# lc3b_mem_unit

lc3b_mem_unit, placement density heat map:
9 x 9 tiles, from dark blue (low) to red (high), 0 to 100% covered.
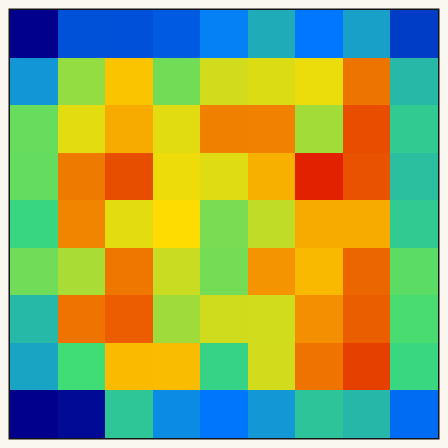

==> config.mk <==
export PLATFORM = sky130hd
export DESIGN_NAME = lc3b_mem_unit
export DESIGN_NICKNAME = d
export VERILOG_FILES = /design/src/rtl/lc3b_mem_unit.sv
export SDC_FILE = /design/constraint.sdc
export NUM_CORES = 1
export LEC_CHECK = 0
export CAP_MARGIN = 20
export CORE_MARGIN = 3
export CORE_UTILIZATION = 50
export CTS_BUF_LIST = sky130_fd_sc_hd__clkbuf_8 sky130_fd_sc_hd__clkbuf_16
export CTS_CLUSTER_SIZE = 16
export DETAILED_ROUTE_END_ITERATION = 7
export HOLD_SLACK_MARGIN = 0.12
export PLACE_DENSITY = 0.88
export SYNTH_ARGS = -nofsm -noshare
export SYNTH_HDL_FRONTEND = slang
export SYNTH_SLANG_ARGS = --single-unit
==> constraint.sdc <==
create_clock -name clk -period 3.3 [get_ports clk]
set_input_delay 0.66 -clock clk [delete_from_list [all_inputs] [get_ports clk]]
set_output_delay 0.66 -clock clk [all_outputs]
set_load 0.05 [all_outputs]
==> src/rtl/lc3b_mem_unit.sv <==
// LC-3b memory-access sequencer: accepts word/byte/indirect load-store requests,
// drives the memory strobe port and returns a single-cycle response.
module lc3b_mem_unit #(
  parameter int DATA_WIDTH = 16,
  parameter int ADDR_WIDTH = 16,
  parameter int MAX_WAIT   = 0
) (
  input  logic                      clk,
  input  logic                      reset_n,
  input  logic                      req_valid,
  output logic                      req_ready,
  input  logic                      req_write,
  input  logic                      req_byte,
  input  logic                      req_sext,
  input  logic                      req_indirect,
  input  logic [ADDR_WIDTH-1:0]     req_addr,
  input  logic [DATA_WIDTH-1:0]     req_wdata,
  output logic                      rsp_valid,
  output logic [DATA_WIDTH-1:0]     rsp_rdata,
  output logic                      rsp_error,
  output logic [ADDR_WIDTH-1:0]     mem_address,
  output logic                      mem_read,
  output logic                      mem_write,
  output logic [DATA_WIDTH/8-1:0]   mem_byte_enable,
  output logic [DATA_WIDTH-1:0]     mem_wdata,
  input  logic [DATA_WIDTH-1:0]     mem_rdata,
  input  logic                      mem_resp
);

  localparam int BYTES = DATA_WIDTH / 8;
  localparam int LSB   = $clog2(BYTES);
  localparam int WW    = (MAX_WAIT > 0) ? $clog2(MAX_WAIT + 1) : 1;
  localparam logic [WW:0] WAIT_LIMIT = (WW + 1)'(MAX_WAIT);

  typedef enum logic [1:0] {S_IDLE, S_PTR, S_ACCESS, S_RESP} state_t;

  state_t                  state_q, state_d;
  logic                    write_q, write_d;
  logic                    is_byte_q, is_byte_d;
  logic                    sext_q, sext_d;
  logic [DATA_WIDTH-1:0]   wdata_q, wdata_d;
  logic [WW-1:0]           wait_q, wait_d;
  logic                    req_ready_q, req_ready_d;
  logic                    rsp_valid_q, rsp_valid_d;
  logic                    rsp_error_q, rsp_error_d;
  logic [DATA_WIDTH-1:0]   rsp_rdata_q, rsp_rdata_d;
  logic                    mem_read_q, mem_read_d;
  logic                    mem_write_q, mem_write_d;
  logic [ADDR_WIDTH-1:0]   mem_address_q, mem_address_d;
  logic [BYTES-1:0]        mem_be_q, mem_be_d;
  logic [DATA_WIDTH-1:0]   mem_wdata_q, mem_wdata_d;

  logic                    start_acc;
  logic [ADDR_WIDTH-1:0]   acc_addr;
  logic [ADDR_WIDTH-1:0]   ptr;
  logic [7:0]              lane_byte;
  logic [LSB-1:0]          lane;
  logic [WW:0]             wait_inc;
  logic                    timeout_hit;

  always_comb begin
    state_d       = state_q;
    write_d       = write_q;
    is_byte_d     = is_byte_q;
    sext_d        = sext_q;
    wdata_d       = wdata_q;
    wait_d        = wait_q;
    rsp_valid_d   = 1'b0;
    rsp_error_d   = 1'b0;
    rsp_rdata_d   = rsp_rdata_q;
    mem_read_d    = mem_read_q;
    mem_write_d   = mem_write_q;
    mem_address_d = mem_address_q;
    mem_be_d      = mem_be_q;
    mem_wdata_d   = mem_wdata_q;
    start_acc     = 1'b0;
    acc_addr      = mem_address_q;
    ptr           = '0;
    lane          = mem_address_q[LSB-1:0];
    lane_byte     = mem_rdata[8*int'(lane) +: 8];
    wait_inc      = {1'b0, wait_q} + (WW + 1)'(1);
    timeout_hit   = (MAX_WAIT != 0) && (wait_inc == WAIT_LIMIT);

    case (state_q)
      S_IDLE: begin
        if (req_valid) begin
          write_d   = req_write;
          is_byte_d = req_byte;
          sext_d    = req_sext;
          wdata_d   = req_wdata;
          // Pointer fetches are always word reads, so they share the word alignment rule.
          if ((req_indirect || !req_byte) && (req_addr[LSB-1:0] != '0)) begin
            state_d     = S_RESP;
            rsp_valid_d = 1'b1;
            rsp_error_d = 1'b1;
          end else if (req_indirect) begin
            state_d       = S_PTR;
            mem_read_d    = 1'b1;
            mem_address_d = req_addr;
            mem_be_d      = '1;
            wait_d        = '0;
          end else begin
            start_acc = 1'b1;
            acc_addr  = req_addr;
          end
        end
      end
      S_PTR: begin
        if (mem_resp) begin
          ptr        = ADDR_WIDTH'(mem_rdata);
          mem_read_d = 1'b0;
          if (!is_byte_q && (ptr[LSB-1:0] != '0)) begin
            state_d     = S_RESP;
            rsp_valid_d = 1'b1;
            rsp_error_d = 1'b1;
          end else begin
            start_acc = 1'b1;
            acc_addr  = ptr;
          end
        end else if (timeout_hit) begin
          mem_read_d  = 1'b0;
          state_d     = S_RESP;
          rsp_valid_d = 1'b1;
          rsp_error_d = 1'b1;
        end else begin
          wait_d = wait_inc[WW-1:0];
        end
      end
      S_ACCESS: begin
        if (mem_resp) begin
          mem_read_d  = 1'b0;
          mem_write_d = 1'b0;
          if (!write_q) begin
            if (is_byte_q) begin
              rsp_rdata_d = {{(DATA_WIDTH-8){sext_q & lane_byte[7]}}, lane_byte};
            end else begin
              rsp_rdata_d = mem_rdata;
            end
          end
          state_d     = S_RESP;
          rsp_valid_d = 1'b1;
        end else if (timeout_hit) begin
          mem_read_d  = 1'b0;
          mem_write_d = 1'b0;
          state_d     = S_RESP;
          rsp_valid_d = 1'b1;
          rsp_error_d = 1'b1;
        end else begin
          wait_d = wait_inc[WW-1:0];
        end
      end
      S_RESP: begin
        state_d = S_IDLE;
      end
      default: begin
        state_d = S_IDLE;
      end
    endcase

    // Final access setup is shared by the direct path and the post-pointer path.
    if (start_acc) begin
      state_d       = S_ACCESS;
      mem_address_d = acc_addr;
      wait_d        = '0;
      if (write_d) begin
        mem_write_d = 1'b1;
        mem_read_d  = 1'b0;
        if (is_byte_d) begin
          mem_be_d    = BYTES'(1) << acc_addr[LSB-1:0];
          mem_wdata_d = {BYTES{wdata_d[7:0]}};
        end else begin
          mem_be_d    = '1;
          mem_wdata_d = wdata_d;
        end
      end else begin
        mem_read_d  = 1'b1;
        mem_write_d = 1'b0;
        mem_be_d    = '1;
      end
    end

    req_ready_d = (state_d == S_IDLE);
  end

  always_ff @(posedge clk or negedge reset_n) begin
    if (!reset_n) begin
      state_q       <= S_IDLE;
      write_q       <= 1'b0;
      is_byte_q     <= 1'b0;
      sext_q        <= 1'b0;
      wdata_q       <= '0;
      wait_q        <= '0;
      req_ready_q   <= 1'b1;
      rsp_valid_q   <= 1'b0;
      rsp_error_q   <= 1'b0;
      rsp_rdata_q   <= '0;
      mem_read_q    <= 1'b0;
      mem_write_q   <= 1'b0;
      mem_address_q <= '0;
      mem_be_q      <= '0;
      mem_wdata_q   <= '0;
    end else begin
      state_q       <= state_d;
      write_q       <= write_d;
      is_byte_q     <= is_byte_d;
      sext_q        <= sext_d;
      wdata_q       <= wdata_d;
      wait_q        <= wait_d;
      req_ready_q   <= req_ready_d;
      rsp_valid_q   <= rsp_valid_d;
      rsp_error_q   <= rsp_error_d;
      rsp_rdata_q   <= rsp_rdata_d;
      mem_read_q    <= mem_read_d;
      mem_write_q   <= mem_write_d;
      mem_address_q <= mem_address_d;
      mem_be_q      <= mem_be_d;
      mem_wdata_q   <= mem_wdata_d;
    end
  end

  assign req_ready       = req_ready_q;
  assign rsp_valid       = rsp_valid_q;
  assign rsp_error       = rsp_error_q;
  assign rsp_rdata       = rsp_rdata_q;
  assign mem_read        = mem_read_q;
  assign mem_write       = mem_write_q;
  assign mem_address     = mem_address_q;
  assign mem_byte_enable = mem_be_q;
  assign mem_wdata       = mem_wdata_q;

endmodule

# kyber_reject_sampler_core_flat

### src/rtl/kyber_reject_sampler_core_if.sv
// Sample-path bus for kyber_reject_sampler_core.
// master drives candidate beats; slave is the sampler core.
interface kyber_reject_sampler_core_if #(
  parameter int LANES     = 4,
  parameter int CAND_BITS = 12
);
  localparam int W = LANES * CAND_BITS;

  logic             random_valid;
  logic [127:0]     random_in;
  logic [15:0]      q;
  logic [W-1:0]     cand_bus;
  logic [W-1:0]     urnd_bus;
  logic [W-1:0]     threshold_bus;
  logic [LANES-1:0] mode_select;
  logic [LANES-1:0] acc_bus;
  logic [W-1:0]     sample_tdata;
  logic             sample_tvalid;

  modport master (
    output random_valid, random_in, q,
    output cand_bus, urnd_bus, threshold_bus,
    output mode_select,
    input  acc_bus, sample_tdata, sample_tvalid
  );

  modport slave (
    input  random_valid, random_in, q,
    input  cand_bus, urnd_bus, threshold_bus,
    input  mode_select,
    output acc_bus, sample_tdata, sample_tvalid
  );
endinterface

### src/rtl/kyber_reject_sampler_core.sv
// Multi-lane Kyber rejection sampler with lane-0-first compaction.
// Optional REJECT_RAND_CAND_EN: take candidates from random_in.
module kyber_reject_sampler_core #(
  parameter int LANES      = 4,
  parameter int CAND_BITS  = 12,
  parameter bit CONST_TIME = 1'b1
) (
  input logic clk,
  input logic rst,
  kyber_reject_sampler_core_if.slave sif
);
  localparam int W  = LANES * CAND_BITS;
  localparam int CW = $clog2(LANES) + 1;

  logic [CAND_BITS-1:0] w_cand [LANES];
  logic [LANES-1:0]     w_acc;
  logic [W-1:0]         w_tdata;
  logic                 w_tvalid;
  logic [CW-1:0]        w_rank;

  logic [LANES-1:0]     r_acc;
  logic [W-1:0]         r_tdata;
  logic                 r_tvalid;

`ifdef REJECT_RAND_CAND_EN
  if (W > 128) begin : g_width_chk
    $error("LANES*CAND_BITS must not exceed 128");
  end

  wire w_unused_cand = ^sif.cand_bus;

  // Candidates are sliced straight out of the entropy word.
  always_comb begin
    for (int i = 0; i < LANES; i++) begin
      w_cand[i] = sif.random_in[i*CAND_BITS +: CAND_BITS];
    end
  end
`else
  wire w_unused_rand = ^sif.random_in;

  // Candidates come from the unpacked candidate bus.
  always_comb begin
    for (int i = 0; i < LANES; i++) begin
      w_cand[i] = sif.cand_bus[i*CAND_BITS +: CAND_BITS];
    end
  end
`endif

  // Per-lane accept test, gated by beat valid.
  always_comb begin
    w_acc = '0;
    for (int i = 0; i < LANES; i++) begin
      if (sif.mode_select[i]) begin
        w_acc[i] = sif.urnd_bus[i*CAND_BITS +: CAND_BITS]
                 < sif.threshold_bus[i*CAND_BITS +: CAND_BITS];
      end else begin
        w_acc[i] = {{(16-CAND_BITS){1'b0}}, w_cand[i]} < sif.q;
      end
    end
    if (!sif.random_valid) begin
      w_acc = '0;
    end
  end

  // Fixed AND-OR compaction: lane i lands in slot rank(i).
  always_comb begin
    w_tdata = '0;
    w_rank  = '0;
    for (int i = 0; i < LANES; i++) begin
      for (int j = 0; j < LANES; j++) begin
        w_tdata[j*CAND_BITS +: CAND_BITS] =
          w_tdata[j*CAND_BITS +: CAND_BITS]
          | (w_cand[i]
             & {CAND_BITS{w_acc[i] & (w_rank == CW'(j))}});
      end
      w_rank = w_rank + CW'(w_acc[i]);
    end
  end

  // Valid policy: every beat, or only beats with an accept.
  always_comb begin
    w_tvalid = CONST_TIME ? sif.random_valid : |w_acc;
  end

  // Output registers; no combinational input-to-output path.
  always_ff @(posedge clk) begin
    if (rst) begin
      r_acc    <= '0;
      r_tdata  <= '0;
      r_tvalid <= 1'b0;
    end else begin
      r_acc    <= w_acc;
      r_tdata  <= w_tdata;
      r_tvalid <= w_tvalid;
    end
  end

  assign sif.acc_bus       = r_acc;
  assign sif.sample_tdata  = r_tdata;
  assign sif.sample_tvalid = r_tvalid;
endmodule

### src/flat_wrapper.sv
// flat-port wrapper written by rule: the top's interface ports become plain ports
module kyber_reject_sampler_core_flat 
#(
  parameter int LANES      = 4,
  parameter int CAND_BITS  = 12,
  parameter bit CONST_TIME = 1'b1
)
  (clk, rst, sif_random_valid, sif_random_in, sif_q, sif_cand_bus, sif_urnd_bus, sif_threshold_bus, sif_mode_select, sif_acc_bus, sif_sample_tdata, sif_sample_tvalid);
  kyber_reject_sampler_core_if #(.LANES(LANES), .CAND_BITS(CAND_BITS)) sif_i ();
  input logic clk;
  input logic rst;
  input wire logic [$bits(sif_i.random_valid)-1:0] sif_random_valid;
  input wire logic [$bits(sif_i.random_in)-1:0] sif_random_in;
  input wire logic [$bits(sif_i.q)-1:0] sif_q;
  input wire logic [$bits(sif_i.cand_bus)-1:0] sif_cand_bus;
  input wire logic [$bits(sif_i.urnd_bus)-1:0] sif_urnd_bus;
  input wire logic [$bits(sif_i.threshold_bus)-1:0] sif_threshold_bus;
  input wire logic [$bits(sif_i.mode_select)-1:0] sif_mode_select;
  output wire logic [$bits(sif_i.acc_bus)-1:0] sif_acc_bus;
  output wire logic [$bits(sif_i.sample_tdata)-1:0] sif_sample_tdata;
  output wire logic [$bits(sif_i.sample_tvalid)-1:0] sif_sample_tvalid;
  assign sif_i.random_valid = sif_random_valid;
  assign sif_i.random_in = sif_random_in;
  assign sif_i.q = sif_q;
  assign sif_i.cand_bus = sif_cand_bus;
  assign sif_i.urnd_bus = sif_urnd_bus;
  assign sif_i.threshold_bus = sif_threshold_bus;
  assign sif_i.mode_select = sif_mode_select;
  assign sif_acc_bus = sif_i.acc_bus;
  assign sif_sample_tdata = sif_i.sample_tdata;
  assign sif_sample_tvalid = sif_i.sample_tvalid;
  kyber_reject_sampler_core #(.LANES(LANES), .CAND_BITS(CAND_BITS), .CONST_TIME(CONST_TIME)) u_core (.clk(clk), .rst(rst), .sif(sif_i));
endmodule
### config.mk
export PLATFORM = sky130hd
export DESIGN_NAME = kyber_reject_sampler_core_flat
export DESIGN_NICKNAME = d
export VERILOG_FILES = /design/src/rtl/kyber_reject_sampler_core_if.sv /design/src/rtl/kyber_reject_sampler_core.sv /design/src/flat_wrapper.sv
export SDC_FILE = /design/constraint.sdc
export NUM_CORES = 1
export LEC_CHECK = 0
export ABC_CLOCK_PERIOD_IN_PS = 8600
export CAP_MARGIN = 10
export CORE_AREA = 3 3 133 135
export DETAILED_ROUTE_END_ITERATION = 12
export DIE_AREA = 0 0 136 138
export PLACE_DENSITY_LB_ADDON = 0.3
export SYNTH_ARGS = -nofsm -noshare
export SYNTH_HDL_FRONTEND = slang
export SYNTH_SLANG_ARGS = --single-unit
### constraint.sdc
create_clock -name clk -period 8.6 [get_ports clk]
set_input_delay 0.86 -clock clk [delete_from_list [all_inputs] [get_ports clk]]
set_output_delay 0.86 -clock clk [all_outputs]
set_load 0.01 [all_outputs]
# demux_1_to_8_collector_flat

## config.mk

```make
export PLATFORM = sky130hd
export DESIGN_NAME = demux_1_to_8_collector_flat
export DESIGN_NICKNAME = d
export VERILOG_FILES = /design/src/rtl/demux_1_to_8_collector_if.sv /design/src/rtl/demux_1_to_8_collector.sv /design/src/flat_wrapper.sv
export SDC_FILE = /design/constraint.sdc
export NUM_CORES = 1
export LEC_CHECK = 0
export ABC_CLOCK_PERIOD_IN_PS = 2900
export CAP_MARGIN = 30
export CELL_PAD_IN_SITES_DETAIL_PLACEMENT = 0
export CELL_PAD_IN_SITES_GLOBAL_PLACEMENT = 2
export CORE_MARGIN = 3
export CORE_UTILIZATION = 29
export CTS_CLUSTER_SIZE = 30
export DETAILED_ROUTE_END_ITERATION = 12
export GPL_ROUTABILITY_DRIVEN = 0
export GPL_TIMING_DRIVEN = 0
export PLACE_DENSITY_LB_ADDON = 0.3
export SLEW_MARGIN = 20
export SYNTH_ARGS = -nofsm -noshare
export SYNTH_HDL_FRONTEND = slang
export SYNTH_SLANG_ARGS = --single-unit
```

## constraint.sdc

```tcl
create_clock -name Clk -period 2.9 [get_ports Clk]
set_input_delay 0.87 -clock Clk [delete_from_list [all_inputs] [get_ports Clk]]
set_output_delay 0.87 -clock Clk [all_outputs]
set_load 0.005 [all_outputs]
```

## src/rtl/demux_1_to_8_collector_if.sv

```systemverilog
// Bus between the bit-select stream source and the 1-to-8 collector.
// The master drives the serial side, and the slave returns the assembled word.
interface demux_1_to_8_collector_if;
  logic       Din;
  logic       DinValid;
  logic [2:0] S;
  logic       AutoMode;
  logic       Clear;
  logic [7:0] Q;
  logic [7:0] Written;
  logic [7:0] Word;
  logic       Done;
  logic       Busy;
  logic       Err;

  modport master (
    output Din, DinValid, S, AutoMode, Clear,
    input  Q, Written, Word, Done, Busy, Err
  );

  modport slave (
    input  Din, DinValid, S, AutoMode, Clear,
    output Q, Written, Word, Done, Busy, Err
  );
endinterface

```

## src/rtl/demux_1_to_8_collector.sv

```systemverilog
// Sequential 1-to-8 demux that rebuilds a serial bit stream into a byte.
// DEMUX_DUP_ERR_EN enables the sticky duplicate-write flag; without it, Err is tied to 0.
module demux_1_to_8_collector #(
  parameter int N_OUT = 8,
  parameter int SEL_W = 3
) (
  input  logic                   Clk,
  input  logic                   Reset_n,
  demux_1_to_8_collector_if.slave bus
);

  localparam logic [1:0] IDLE    = 2'd0;
  localparam logic [1:0] COLLECT = 2'd1;
  localparam logic [1:0] DONE    = 2'd2;

  logic [N_OUT-1:0] q_q, q_d;
  logic [N_OUT-1:0] written_q, written_d;
  logic [N_OUT-1:0] word_q, word_d;
  logic             done_q, done_d;
  logic             busy_q, busy_d;
  logic [SEL_W-1:0] cnt_q, cnt_d;
  logic [1:0]       state_q, state_d;
  logic [SEL_W-1:0] pos_s;
  logic [N_OUT-1:0] wr_mask_s;
`ifdef DEMUX_DUP_ERR_EN
  logic             err_q, err_d;
`endif

  // Next-state: route the bit, track completion, handle abort
  always_comb begin
    q_d       = q_q;
    written_d = written_q;
    word_d    = word_q;
    done_d    = 1'b0;
    cnt_d     = cnt_q;
    state_d   = state_q;
`ifdef DEMUX_DUP_ERR_EN
    err_d     = err_q;
`endif
    pos_s     = bus.AutoMode ? cnt_q : bus.S;
    wr_mask_s = written_q | (N_OUT'(1) << pos_s);

    if (bus.Clear) begin
      // Abort drops any same-cycle write but keeps Q and Word intact
      written_d = '0;
      cnt_d     = '0;
      state_d   = IDLE;
`ifdef DEMUX_DUP_ERR_EN
      err_d     = 1'b0;
`endif
    end else if (bus.DinValid) begin
      q_d[pos_s] = bus.Din;
`ifdef DEMUX_DUP_ERR_EN
      if (!bus.AutoMode && written_q[pos_s]) begin
        err_d = 1'b1;
      end else begin
        err_d = err_q;
      end
`endif
      if (wr_mask_s == {N_OUT{1'b1}}) begin
        word_d    = q_d;
        done_d    = 1'b1;
        written_d = '0;
        cnt_d     = '0;
        state_d   = DONE;
      end else begin
        written_d = wr_mask_s;
        cnt_d     = bus.AutoMode ? cnt_q + SEL_W'(1) : cnt_q;
        state_d   = COLLECT;
      end
    end else begin
      if (state_q == DONE) begin
        state_d = IDLE;
      end else begin
        state_d = state_q;
      end
    end
    busy_d = (written_d != '0);
  end

  // State registers with synchronous active-low reset
  always_ff @(posedge Clk) begin
    if (!Reset_n) begin
      q_q       <= '0;
      written_q <= '0;
      word_q    <= '0;
      done_q    <= 1'b0;
      busy_q    <= 1'b0;
      cnt_q     <= '0;
      state_q   <= IDLE;
`ifdef DEMUX_DUP_ERR_EN
      err_q     <= 1'b0;
`endif
    end else begin
      q_q       <= q_d;
      written_q <= written_d;
      word_q    <= word_d;
      done_q    <= done_d;
      busy_q    <= busy_d;
      cnt_q     <= cnt_d;
      state_q   <= state_d;
`ifdef DEMUX_DUP_ERR_EN
      err_q     <= err_d;
`endif
    end
  end

  assign bus.Q       = q_q;
  assign bus.Written = written_q;
  assign bus.Word    = word_q;
  assign bus.Done    = done_q;
  assign bus.Busy    = busy_q;
`ifdef DEMUX_DUP_ERR_EN
  assign bus.Err     = err_q;
`else
  assign bus.Err     = 1'b0;
`endif

endmodule

```

## src/flat_wrapper.sv

```systemverilog
// flat-port wrapper written by rule: the top's interface ports become plain ports
module demux_1_to_8_collector_flat 
#(
  parameter int N_OUT = 8,
  parameter int SEL_W = 3
)
  (Clk, Reset_n, bus_Din, bus_DinValid, bus_S, bus_AutoMode, bus_Clear, bus_Q, bus_Written, bus_Word, bus_Done, bus_Busy, bus_Err);
  demux_1_to_8_collector_if bus_i ();
  input  logic Clk;
  input  logic Reset_n;
  input wire logic [$bits(bus_i.Din)-1:0] bus_Din;
  input wire logic [$bits(bus_i.DinValid)-1:0] bus_DinValid;
  input wire logic [$bits(bus_i.S)-1:0] bus_S;
  input wire logic [$bits(bus_i.AutoMode)-1:0] bus_AutoMode;
  input wire logic [$bits(bus_i.Clear)-1:0] bus_Clear;
  output wire logic [$bits(bus_i.Q)-1:0] bus_Q;
  output wire logic [$bits(bus_i.Written)-1:0] bus_Written;
  output wire logic [$bits(bus_i.Word)-1:0] bus_Word;
  output wire logic [$bits(bus_i.Done)-1:0] bus_Done;
  output wire logic [$bits(bus_i.Busy)-1:0] bus_Busy;
  output wire logic [$bits(bus_i.Err)-1:0] bus_Err;
  assign bus_i.Din = bus_Din;
  assign bus_i.DinValid = bus_DinValid;
  assign bus_i.S = bus_S;
  assign bus_i.AutoMode = bus_AutoMode;
  assign bus_i.Clear = bus_Clear;
  assign bus_Q = bus_i.Q;
  assign bus_Written = bus_i.Written;
  assign bus_Word = bus_i.Word;
  assign bus_Done = bus_i.Done;
  assign bus_Busy = bus_i.Busy;
  assign bus_Err = bus_i.Err;
  demux_1_to_8_collector #(.N_OUT(N_OUT), .SEL_W(SEL_W)) u_core (.Clk(Clk), .Reset_n(Reset_n), .bus(bus_i));
endmodule
```

# instruction_fetch_unit

File: config.mk
export PLATFORM = sky130hd
export DESIGN_NAME = instruction_fetch_unit
export DESIGN_NICKNAME = d
export VERILOG_FILES = /design/src/rtl/cpu_defs_pkg.sv /design/src/rtl/ifu_pc_next.sv /design/src/rtl/instruction_fetch_unit.sv
export SDC_FILE = /design/constraint.sdc
export NUM_CORES = 1
export LEC_CHECK = 0
export ABC_AREA = 1
export CAP_MARGIN = 0
export CORE_MARGIN = 1
export CORE_UTILIZATION = 52
export CTS_CLUSTER_DIAMETER = 200
export DETAILED_ROUTE_END_ITERATION = 6
export GPL_TIMING_DRIVEN = 0
export PLACE_DENSITY = 0.83
export SYNTH_ARGS = -nofsm -noshare
export SYNTH_HDL_FRONTEND = slang
export SYNTH_HIERARCHICAL = 1
export SYNTH_SLANG_ARGS = --single-unit
File: constraint.sdc
create_clock -name clk -period 3.2 [get_ports clk]
set_input_delay 0.48 -clock clk [delete_from_list [all_inputs] [get_ports clk]]
set_output_delay 0.48 -clock clk [all_outputs]
set_load 0.005 [all_outputs]
File: src/rtl/cpu_defs_pkg.sv
// Shared CPU definitions: opcodes, instruction field positions, fetch FSM encoding.
package cpu_defs;

  localparam logic [7:0] OPC_ADD   = 8'h00;
  localparam logic [7:0] OPC_SUB   = 8'h01;
  localparam logic [7:0] OPC_AND   = 8'h02;
  localparam logic [7:0] OPC_OR    = 8'h03;
  localparam logic [7:0] OPC_MOV   = 8'h04;
  localparam logic [7:0] OPC_LOADI = 8'h05;
  localparam logic [7:0] OPC_J     = 8'h06;
  localparam logic [7:0] OPC_BEQ   = 8'h07;

  localparam int OPCODE_MSB = 31;
  localparam int OPCODE_LSB = 24;
  localparam int OFFSET_MSB = 23;
  localparam int OFFSET_LSB = 16;

  // Opcode 8'hFF never decodes, so downstream sees a harmless word after reset.
  localparam logic [31:0] RESET_INSTRUCTION = 32'hFF00_0000;

  typedef enum logic [1:0] {
    S_IDLE  = 2'b00,
    S_FETCH = 2'b01,
    S_EXEC  = 2'b10
  } ifu_state_t;

endpackage

File: src/rtl/ifu_pc_next.sv
// Next-PC selection: sequential step or PC-relative target (word offset, sign-extended).
module ifu_pc_next #(
  parameter int PC_WIDTH = 32,
  parameter int PC_STEP  = 4
) (
  input  logic [PC_WIDTH-1:0] pc,
  input  logic [7:0]          offset,
  input  logic                branch,
  input  logic                jump,
  input  logic                zero,
  output logic [PC_WIDTH-1:0] next_pc
);

  logic [PC_WIDTH-1:0] seq_pc;
  logic [PC_WIDTH-1:0] tgt_pc;
  logic [PC_WIDTH-1:0] offset_bytes;

  assign offset_bytes = {{(PC_WIDTH-8){offset[7]}}, offset} << 2;
  assign seq_pc       = pc + PC_WIDTH'(PC_STEP);
  assign tgt_pc       = seq_pc + offset_bytes;

  always_comb begin
    next_pc = seq_pc;
    if (jump || (branch && zero)) begin
      next_pc = tgt_pc;
    end
  end

endmodule

File: src/rtl/instruction_fetch_unit.sv
// Instruction fetch: holds PC, handshakes with instruction memory, presents one
// instruction per execute slot and then advances PC.
module instruction_fetch_unit
  import cpu_defs::*;
#(
  parameter int                  PC_WIDTH    = 32,
  parameter int                  INSTR_WIDTH = 32,
  parameter logic [PC_WIDTH-1:0] RESET_PC    = '0,
  parameter int                  PC_STEP     = 4
) (
  input  logic                   clk,
  input  logic                   reset,
  output logic                   imem_read,
  output logic [PC_WIDTH-1:0]    imem_address,
  input  logic [INSTR_WIDTH-1:0] imem_readdata,
  input  logic                   imem_busywait,
  output logic [INSTR_WIDTH-1:0] instruction,
  output logic [7:0]             opcode,
  output logic                   instr_valid,
  output logic [PC_WIDTH-1:0]    pc,
  input  logic                   branch,
  input  logic                   jump,
  input  logic                   zero
);

  ifu_state_t          state;
  ifu_state_t          state_next;
  logic                in_exec;
  logic [PC_WIDTH-1:0] pc_next;

  always_ff @(posedge clk or posedge reset) begin
    if (reset) begin
      state <= S_IDLE;
    end else begin
      state <= state_next;
    end
  end

  always_comb begin
    state_next = state;
    case (state)
      S_IDLE:  state_next = S_FETCH;
      S_FETCH: if (!imem_busywait) state_next = S_EXEC;
      S_EXEC:  state_next = S_FETCH;
      default: state_next = S_IDLE;
    endcase
  end

  always_comb begin
    imem_read   = 1'b0;
    instr_valid = 1'b0;
    case (state)
      S_FETCH: imem_read   = 1'b1;
      S_EXEC:  instr_valid = 1'b1;
      default: ;
    endcase
  end

  assign in_exec      = (state == S_EXEC);
  assign imem_address = pc;
  assign opcode       = instruction[OPCODE_MSB:OPCODE_LSB];

  always_ff @(posedge clk or posedge reset) begin
    if (reset) begin
      pc <= RESET_PC;
    end else if (in_exec) begin
      pc <= pc_next;
    end
  end

  always_ff @(posedge clk or posedge reset) begin
    if (reset) begin
      instruction <= INSTR_WIDTH'(RESET_INSTRUCTION);
    end else if ((state == S_FETCH) && !imem_busywait) begin
      instruction <= imem_readdata;
    end
  end

  // Control inputs are masked outside the execute slot so X there cannot reach the PC.
  ifu_pc_next #(
    .PC_WIDTH (PC_WIDTH),
    .PC_STEP  (PC_STEP)
  ) u_pc_next (
    .pc      (pc),
    .offset  (instruction[OFFSET_MSB:OFFSET_LSB]),
    .branch  (branch & in_exec),
    .jump    (jump & in_exec),
    .zero    (zero & in_exec),
    .next_pc (pc_next)
  );

endmodule
lc3b_mem_unit, routing congestion map:
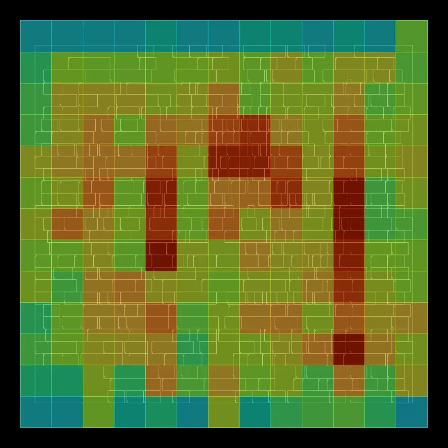
per-cell routed wire length: 17.65 um
overall routing resource usage: 22.39%
Core Util, Final: 74.72%
met3 global-route usage: 8.347%

About 'placement density heat map' of lc3b_mem_unit:
mean over tiles: 59%
tiles over 75% full: 32%
nearly empty tiles: 2.5%
fullest tile: 96%

==> flow_metrics.env, lc3b_mem_unit <==
# source this file to load flow results
export IMPL_outcome="completed"
export IMPL_postSynthAreaPerCell_um2=12.53
export IMPL_ys_warnings_count=0
export IMPL_hp_class="input port to asynchronous set/reset pin"
export IMPL_design_seq_count=76
export IMPL_crit_buf_inv=1
export IMPL_leakagePower_nw=2.184
export IMPL_worst_setup_path_type="input port to register"
export IMPL_wirelength_um=8684
export IMPL_placement_cell_area_mm2=0.004707
export IMPL_drt_first_iter_violations=198
export IMPL_clock_buffers=10
export IMPL_biggestCellCategory="sequential cells"
export IMPL_setup_viol_count_final=0
export IMPL_regToRegStartpoint="state_q[1]$_DFF_PN0_"
export IMPL_netlist_top_cell_by_area="sky130_fd_sc_hd__dfrtp_1"
export IMPL_stage_log_warnings=29
export IMPL_io_pins=111
export IMPL_finalPower_mw=5.524
export IMPL_crit_chain="clkdlybuf4s50_1 -> nand2_1 -> nor2_4 -> nand2_1 -> a22o_1 -> mux2_4"
export IMPL_ys_area_mm2=0.003510
export IMPL_clock_skew_ps=6.714
export IMPL_dieArea_mm2=0.008060
export IMPL_edff_count_synth=0
export IMPL_cts_clk_slew_worst_paths_ps=80
export IMPL_globalRouteOverflowTotal=0
export IMPL_setup_tns_ps=0
export IMPL_async_reset_ff_share_pct=100.0
export IMPL_nonClockBufferCount=116
export IMPL_non_clock_buffers_area_share_pct=23.30
export IMPL_cts_made_buffers=9
export IMPL_worst_setup_path_start_kind="input port"
export IMPL_flip_flop_cell_with_the_highest_count_after_synthesis="sky130_fd_sc_hd__dfrtp_1"
==> lc3b_mem_unit: metrics by stage <==
stage | hold slack (ps) | std cells
floorplan | 364.4 | 280
global placement | 475.1 | 476
detailed placement | 483.7 | 476
CTS | 488.9 | 492
global route | 512.7 | 492
finish | 440.6 | 492
==> lc3b_mem_unit: flip-flops by register name, summed over array words and instances (netlist names), 2 cells and up <==
register	cells
mem_wdata	16
rsp_rdata	16
mem_byte_enable	2
mem_address	16
wdata_q	16
state_q	2
==> lc3b_mem_unit: logic make-up after synthesis <==
| logic type | synth area share [%] |
|---|---|
| and+or+nand+nor | 6.453 |
| buffers and inverters | 2.959 |
| AOI/OAI and AO/OA | 15.51 |
| muxes | 19.43 |
| adders and majority gates | 1.426 |
| DFF | 54.22 |
==> lc3b_mem_unit: metal layers <==
metal  global-route usage [%]  routed length (um)  share of wire, %  vias up
li1                         -                   -                 -     1252
met1                    28.85                3690                42     1331
met2                    33.90                3897                45      128
met3                    8.347                 865                10       24
met4                    9.962                 231               2.7        0
met5                        0                   0                 0        -
==> lc3b_mem_unit: where the power goes <==
part,switching [mW],internal (mW)
registers,0.247,1.39
logic,1.93,1.24
clock network,0.343,0.370
instruction_fetch_unit, clock wires, drivers and flops:
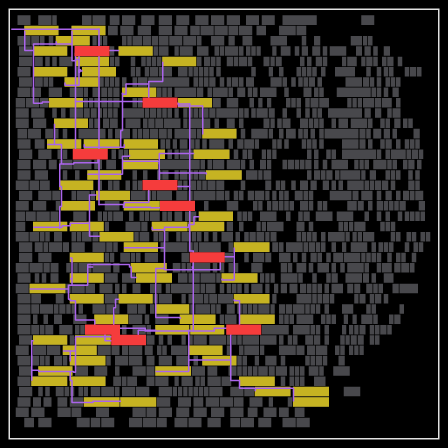
[flip-flops] yellow | count: 66
[clock wires] purple | length: 893 um
[clock-net drivers] red | count: 9
routed clock nets: 10

instruction_fetch_unit, gate-type map:
Bar = 20 um.
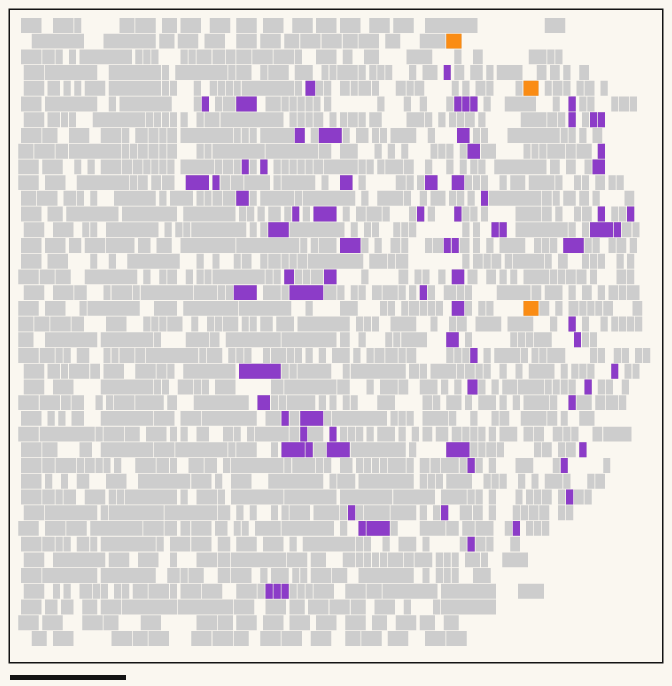
| family | color | cells | most used |
|---|---|---|---|
| non-inverting ao/oa cells | orange | 3 | a21o_1 |
| nor cells | purple | 79 | nor2_1 |

==> flow_metrics.env, instruction_fetch_unit <==
# source this file to load flow results
export IMPL_drt_pass1_iterations=5
export IMPL_crit_chain="nand2_1 -> nor2_1 -> nand2_2 -> nor2_4 -> nand2_2 -> nor2_2 -> xor2_1 -> inv_1 -> ha_4 -> nand2_1 -> nor3_2 -> nand2_1 -> nor2_1 -> nand2_1 -> nand2_1 -> nand2_1 -> nand3_1 -> nand2_1 -> nand2_1 -> nand2_1"
export IMPL_layout_area_comb_mm2=0.004006
export IMPL_worst_path_largest_cell_delay_ps=430
export IMPL_timing_max_transition_violations_final=0
export IMPL_final_core_utilization_pct=71.86
export IMPL_most_numerous_logic_cells_after_layout="sky130_fd_sc_hd__nand2_1 (412), sky130_fd_sc_hd__clkdlybuf4s50_1 (143), sky130_fd_sc_hd__inv_1 (108)"
export IMPL_wirelength_um=20280
export IMPL_flip_flop_cell_with_the_highest_count_after_synthesis="sky130_fd_sc_hd__dfrtp_1"
export IMPL_cp_end_kind="register"
export IMPL_finalPower_mw=7.479
export IMPL_hold_path_startpoint="instruction[14]$_DFFE_PP0P_"
export IMPL_grt_pass1_vias=6374
export IMPL_final_layout_top_logic_cell="sky130_fd_sc_hd__nand2_1"
export IMPL_cts_root_buffer="sky130_fd_sc_hd__clkbuf_16"
export IMPL_outcome="completed"
[instruction_fetch_unit: metal layers]
layer	routed length [um]	share of wire, %
met2	9328	46
met5	0	0
met1	8820	43
met4	464	2.3
met3	1667	8.2
[instruction_fetch_unit: cell type report]
type                            instances  area share, %
Sequential cell                        66          19.52
Inverter                              118          5.160
Multi-Input combinational cell        750          46.41
Buffer                                 66          5.392
Clock inverter                          2         0.6958
Clock buffer                           14          3.174
Tap cell                              147          2.131
Timing Repair Buffer                  152          17.51
[instruction_fetch_unit: through the flow]
step | instances | worst slack, ps
after detailed placement | 1291 | -49.35
after CTS | 1307 | 2.590
final | 1315 | 116.9
after global placement | 1290 | -59.80
after floorplan | 1000 | 590.9
after global routing | 1315 | -59.48
[instruction_fetch_unit: cell families (layout without fill, tap and decap cells)]
family	after synthesis	count (layout)	share of synthesized area, %
AOI/OAI and AO/OA	54	54	4.662
DFF	66	66	26.01
buffers and inverters	184	352	14.26
and+or+nand+nor	628	628	43.04
adders and majority gates	38	38	7.561
xor gates and xnor gates	30	30	4.466
[instruction_fetch_unit: critical path: cells and delay by family, from the launching register on]
family	cells	cell delay [ps]
xor+xnor	1	180
fa+ha+maj	1	310
buf+inv	1	110
flops	1	430
simple gates	17	1930
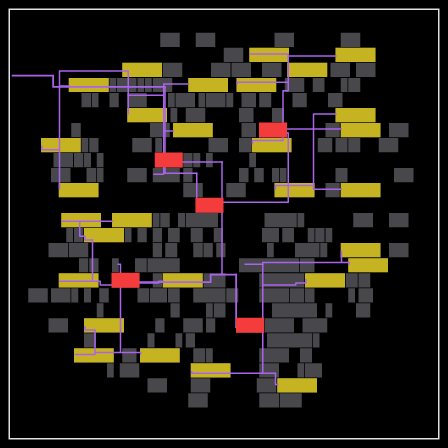
demux_1_to_8_collector_flat: clock wires, drivers and flops
[flip-flops] yellow | count: 29
[clock wires] purple | length: 470 um
[clock-net drivers] red | count: 5
routed clock nets: 6

demux_1_to_8_collector_flat, wiring by layer:
Bar = 20 um.
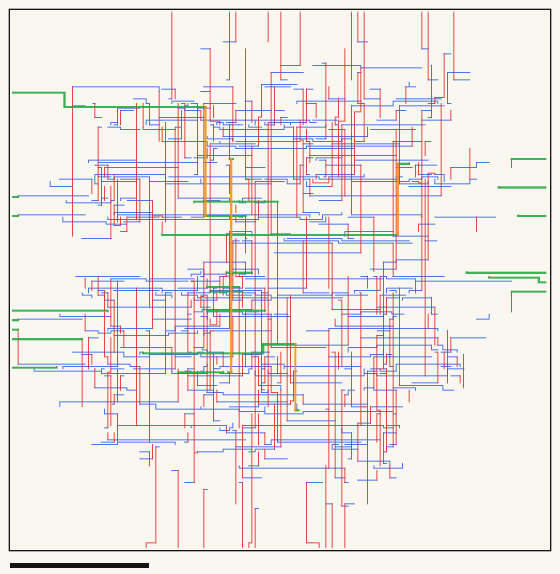
| layer | color | wire length |
|---|---|---|
| M1 | blue | 2,070 um |
| M3 | green | 207 um |
| M4 | orange | 66.0 um |
| M2 | red | 1,940 um |

==> flow_metrics.env, demux_1_to_8_collector_flat <==
# source this file to load flow results
export IMPL_drt_pass1_iterations=4
export IMPL_yosys_top_cells_area="sky130_fd_sc_hd__dfxtp_1 (39%), sky130_fd_sc_hd__mux2i_1 (7.4%), sky130_fd_sc_hd__a211oi_1 (4.6%), sky130_fd_sc_hd__mux2i_4 (4.6%), sky130_fd_sc_hd__a21oi_1 (4.4%)"
export IMPL_power_sequential_fraction_pct=43.0
export IMPL_insertion_delay_ps=280
export IMPL_overall_routing_resource_usage_pct=15.19
export IMPL_stage_log_warnings=26
export IMPL_dr_total_vias=1393
export IMPL_dr_wl_met3_um=206
export IMPL_dp_hpwl_um=3087
export IMPL_cellInternalPower_uw=725.7
export IMPL_ys_warnings_count=0
export IMPL_reg2reg_setup_slack_ps=950
export IMPL_power_net_switching_uw=224.7
export IMPL_synth_adder_area_share_pct=0.8439
export IMPL_cp_end_kind="register"
export IMPL_dieArea_mm2=0.006006
export IMPL_clockBufferDepth=2
export IMPL_max_freq_ghz=0.3788
export IMPL_cts_repair_resized=0
export IMPL_ys_types=36
export IMPL_outcome="completed"
export IMPL_routed_top_layer="met4"
export IMPL_portBuffers=33
export IMPL_floorplan_rows=25
export IMPL_timing_max_transition_violations_final=0
-- demux_1_to_8_collector_flat: cell type report --
type,count,area [um2]
fillers,508,2804
multi-input cells,123,849.6
flip-flops and latches,29,580.6
repair buffers,33,330.3
clock buffers,7,86.33
well taps,67,83.83
plain buffers,8,45.04
clock inverters,1,30.03
inverters,2,7.507
-- demux_1_to_8_collector_flat: through the flow --
stage	TNS, ps	worst slack, ps	cell area, um2	instances
2_1_floorplan	0	461.4	1483	162
3_3_place_gp	0	10.84	1897	262
3_5_place_dp	-58.92	-24.21	1897	262
4_1_cts	0	273.9	2013	270
5_1_grt	0	48.04	2013	270
6_report	0	259.9	2013	270
-- demux_1_to_8_collector_flat: worst max-delay path by stage --
stage               slack (ps)  cells past startpoint                         endpoint
finish                     260                      6  u_core.bus.Word[6]$_SDFFE_PN0P_
CTS                        270                      7       u_core.bus.Busy$_SDFF_PN0_
floorplan                  460                      7       u_core.bus.Busy$_SDFF_PN0_
global placement            10                      7       u_core.bus.Busy$_SDFF_PN0_
global route                50                      6  u_core.bus.Word[2]$_SDFFE_PN0P_
detailed placement         -20                      6  u_core.bus.Word[6]$_SDFFE_PN0P_
kyber_reject_sampler_core_flat, gate-type map:
Bar = 50 um.
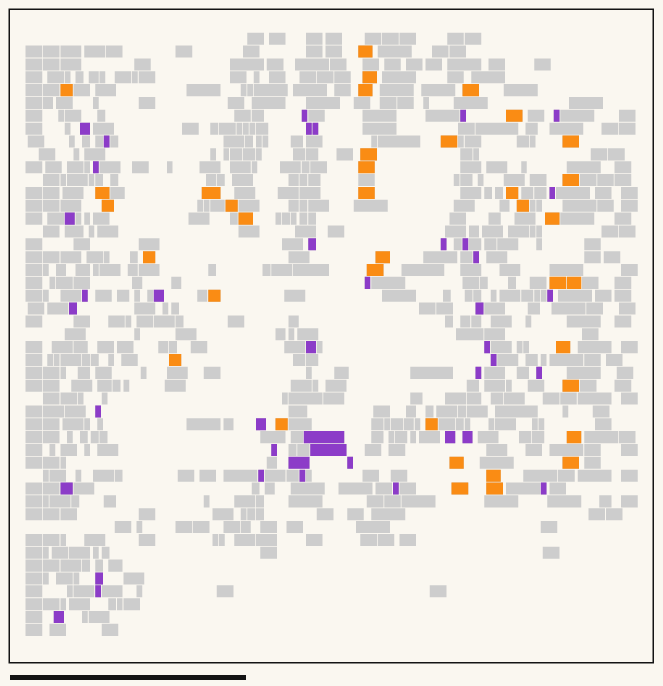
| family | color | cells | most used |
|---|---|---|---|
| nor cells | purple | 42 | nor2_1 |
| non-inverting ao/oa cells | orange | 37 | a32o_1 |

==> flow_metrics.env, kyber_reject_sampler_core_flat <==
# source this file to load flow results
export IMPL_final_fill_count=1624
export IMPL_postSynthRegisterBits=53
export IMPL_netlist_instances=488
export IMPL_area_growth_syn_to_layout_pct=60.32
export IMPL_tritoncts="built"
export IMPL_dp_hpwl_um=13710
export IMPL_io_pins=348
export IMPL_synth_largest_type_area_fraction_pct=27.26
export IMPL_wirelength_um=16760
export IMPL_power_sequential_uw=267
export IMPL_std_cell_core_area_mm2=0.01658
export IMPL_globalplace_congestion=0.8509
export IMPL_gr_max_usage_layer="met2"
export IMPL_grt_setup_unrepaired="no"
export IMPL_largest_register_ff_count=48
export IMPL_ant_nets=0
export IMPL_finalNetCount=1092
export IMPL_design_area_mm2=0.006844
export IMPL_outcome="completed"
export IMPL_common_cells="sky130_fd_sc_hd__ha_1 (93), sky130_fd_sc_hd__inv_1 (74), sky130_fd_sc_hd__dfxtp_1 (53)"
export IMPL_globalRouteOverflowTotal=0
export IMPL_critical_path_fanouts_max=14
export IMPL_synth_cellmix_compoundShare_pct=25.38
export IMPL_synth_yosys_seq_area_share_pct=24.85
export IMPL_grt_met2_usage_pct=29.62
export IMPL_grt_first_pass_wirelength_um=26200
export IMPL_crit_chain="clkdlybuf4s50_1 -> inv_1 -> ha_1 -> a21o_1 -> a211oi_1 -> o31ai_1 -> a21oi_1 -> o221a_2 -> nand2_1 -> ha_1 -> ha_1 -> ha_1 -> nand4bb_1 -> a2111oi_2 -> buf_4 -> a222oi_1 -> nor2_1"
export IMPL_cpMostUsedCell="sky130_fd_sc_hd__ha_1"
export IMPL_antenna_cells_inserted=0
export IMPL_power_per_cell_area_mw_per_mm2=111.9
export IMPL_mappedNetlistNets=877
export IMPL_worst_endpoint_required_ps=8820
export IMPL_worst_path_largest_cell_delay_ps=590
[kyber_reject_sampler_core_flat: cells in the final DEF (no fill, tap or decap), types with 13 or more instances in the layout]
cell / count
sky130_fd_sc_hd__a21oi_1: 29
sky130_fd_sc_hd__nor2_1: 26
sky130_fd_sc_hd__inv_1: 74
sky130_fd_sc_hd__dfxtp_1: 53
sky130_fd_sc_hd__o21ai_0: 13
sky130_fd_sc_hd__clkdlybuf4s50_1: 219
sky130_fd_sc_hd__nand2_1: 33
sky130_fd_sc_hd__ha_1: 93
[kyber_reject_sampler_core_flat: layout make-up]
type,instances,area share (%)
Tap cell,220,4.022
Clock buffer,7,1.938
Clock inverter,1,0.1097
Timing Repair Buffer,223,32.47
Inverter,74,4.058
Sequential cell,53,15.50
Multi-Input combinational cell,346,41.90
[kyber_reject_sampler_core_flat: final timing paths]
kind	depth (start not counted)	slack [ps]	to	startpoint
max	17	3480	u_core.sif.sample_tdata[15]$_SDFF_PP0_	sif_q[1]
min	3	1190	u_core.sif.sample_tdata[0]$_SDFF_PP0_	sif_cand_bus[0]

==> layout pictures side by side <==
Placement density heat map.
panel A
8 x 8 tiles, from dark blue (low) to red (high), 0 to 100% covered.
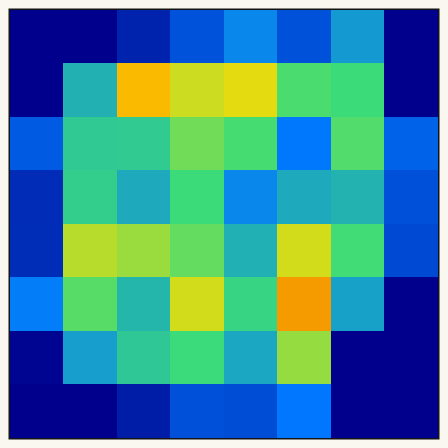
panel B
14 x 14 tiles, from dark blue (low) to red (high), 0 to 100% covered.
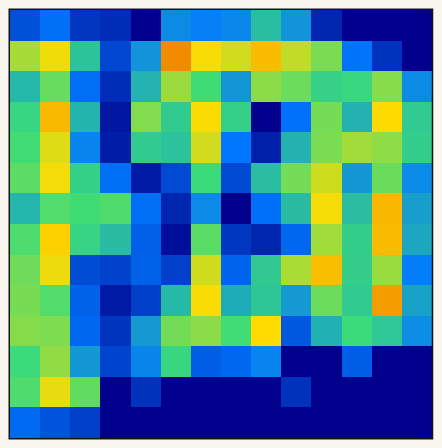
panel C
11 x 11 tiles, from dark blue (low) to red (high), 0 to 100% covered.
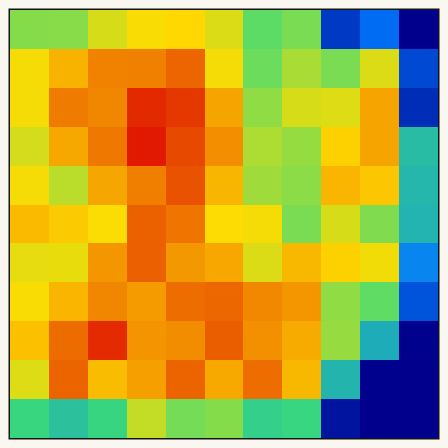
- highest utilization: panel C
kyber_reject_sampler_core_flat is panel B.
demux_1_to_8_collector_flat is panel A.
instruction_fetch_unit is panel C.



==> notes/layouts.md <==
Pictures saved along the way, in no particular order.

Wiring by layer.
picture 1
Bar = 50 um.
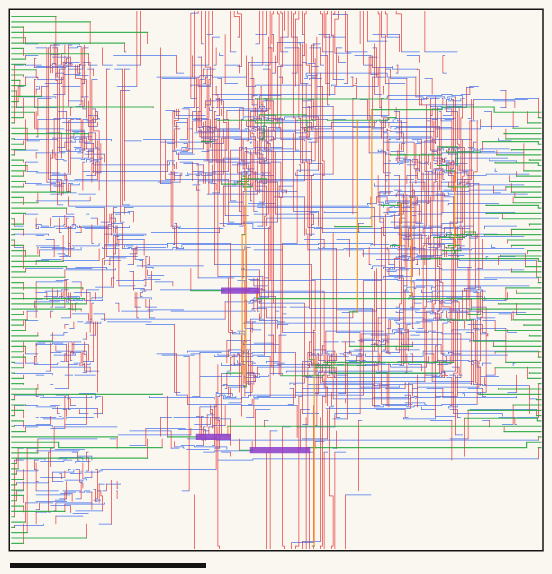
picture 2
Bar = 20 um.
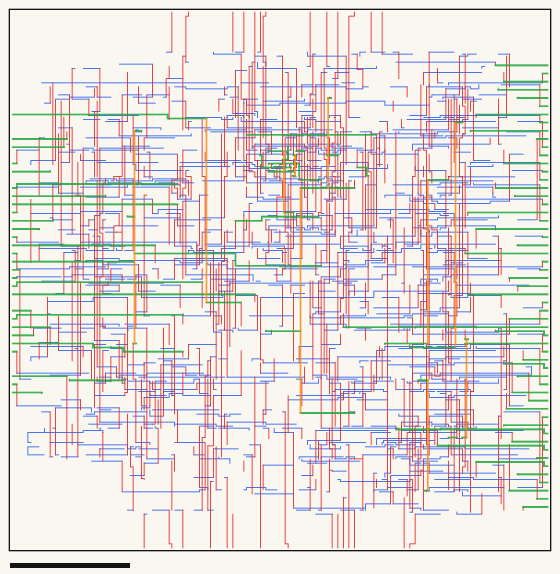
picture 3
Bar = 20 um.
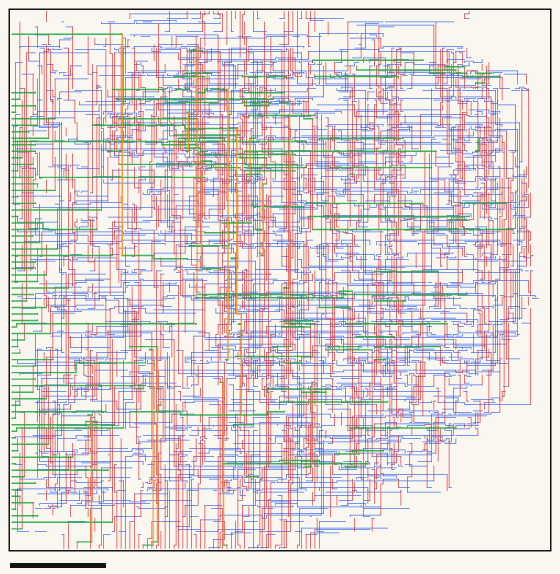
Picture 3 is instruction_fetch_unit.
Picture 2 is lc3b_mem_unit.
Picture 1 is kyber_reject_sampler_core_flat.
Of these, least wire: picture 2
Of these, most wire: picture 3

Key to picture 3:
| layer | color | wire length |
|---|---|---|
| M2 | red | 9,330 um |
| M1 | blue | 8,820 um |
| M4 | orange | 464 um |
| M3 | green | 1,670 um |


==> gallery <==
Routing congestion map.
image #1
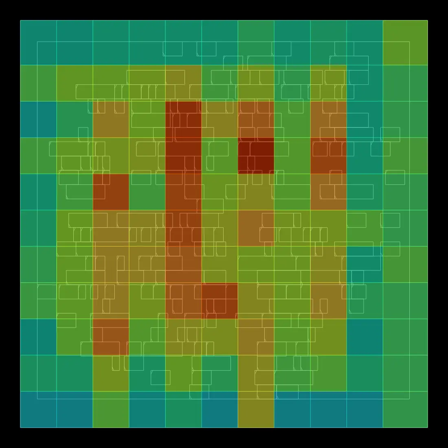
image #2
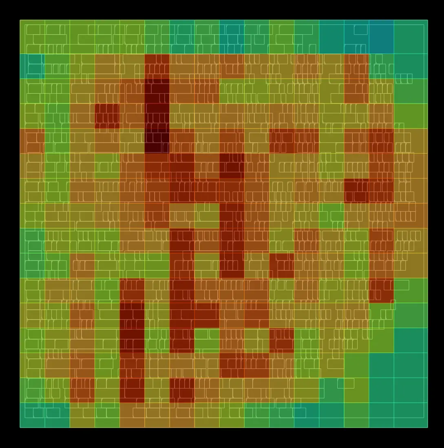
image #3
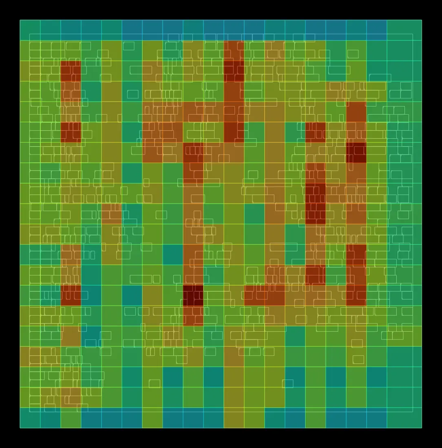
instruction_fetch_unit is image #2.
demux_1_to_8_collector_flat is image #1.
kyber_reject_sampler_core_flat is image #3.

No activity file was given, so power comes from the tool's default toggle rates.
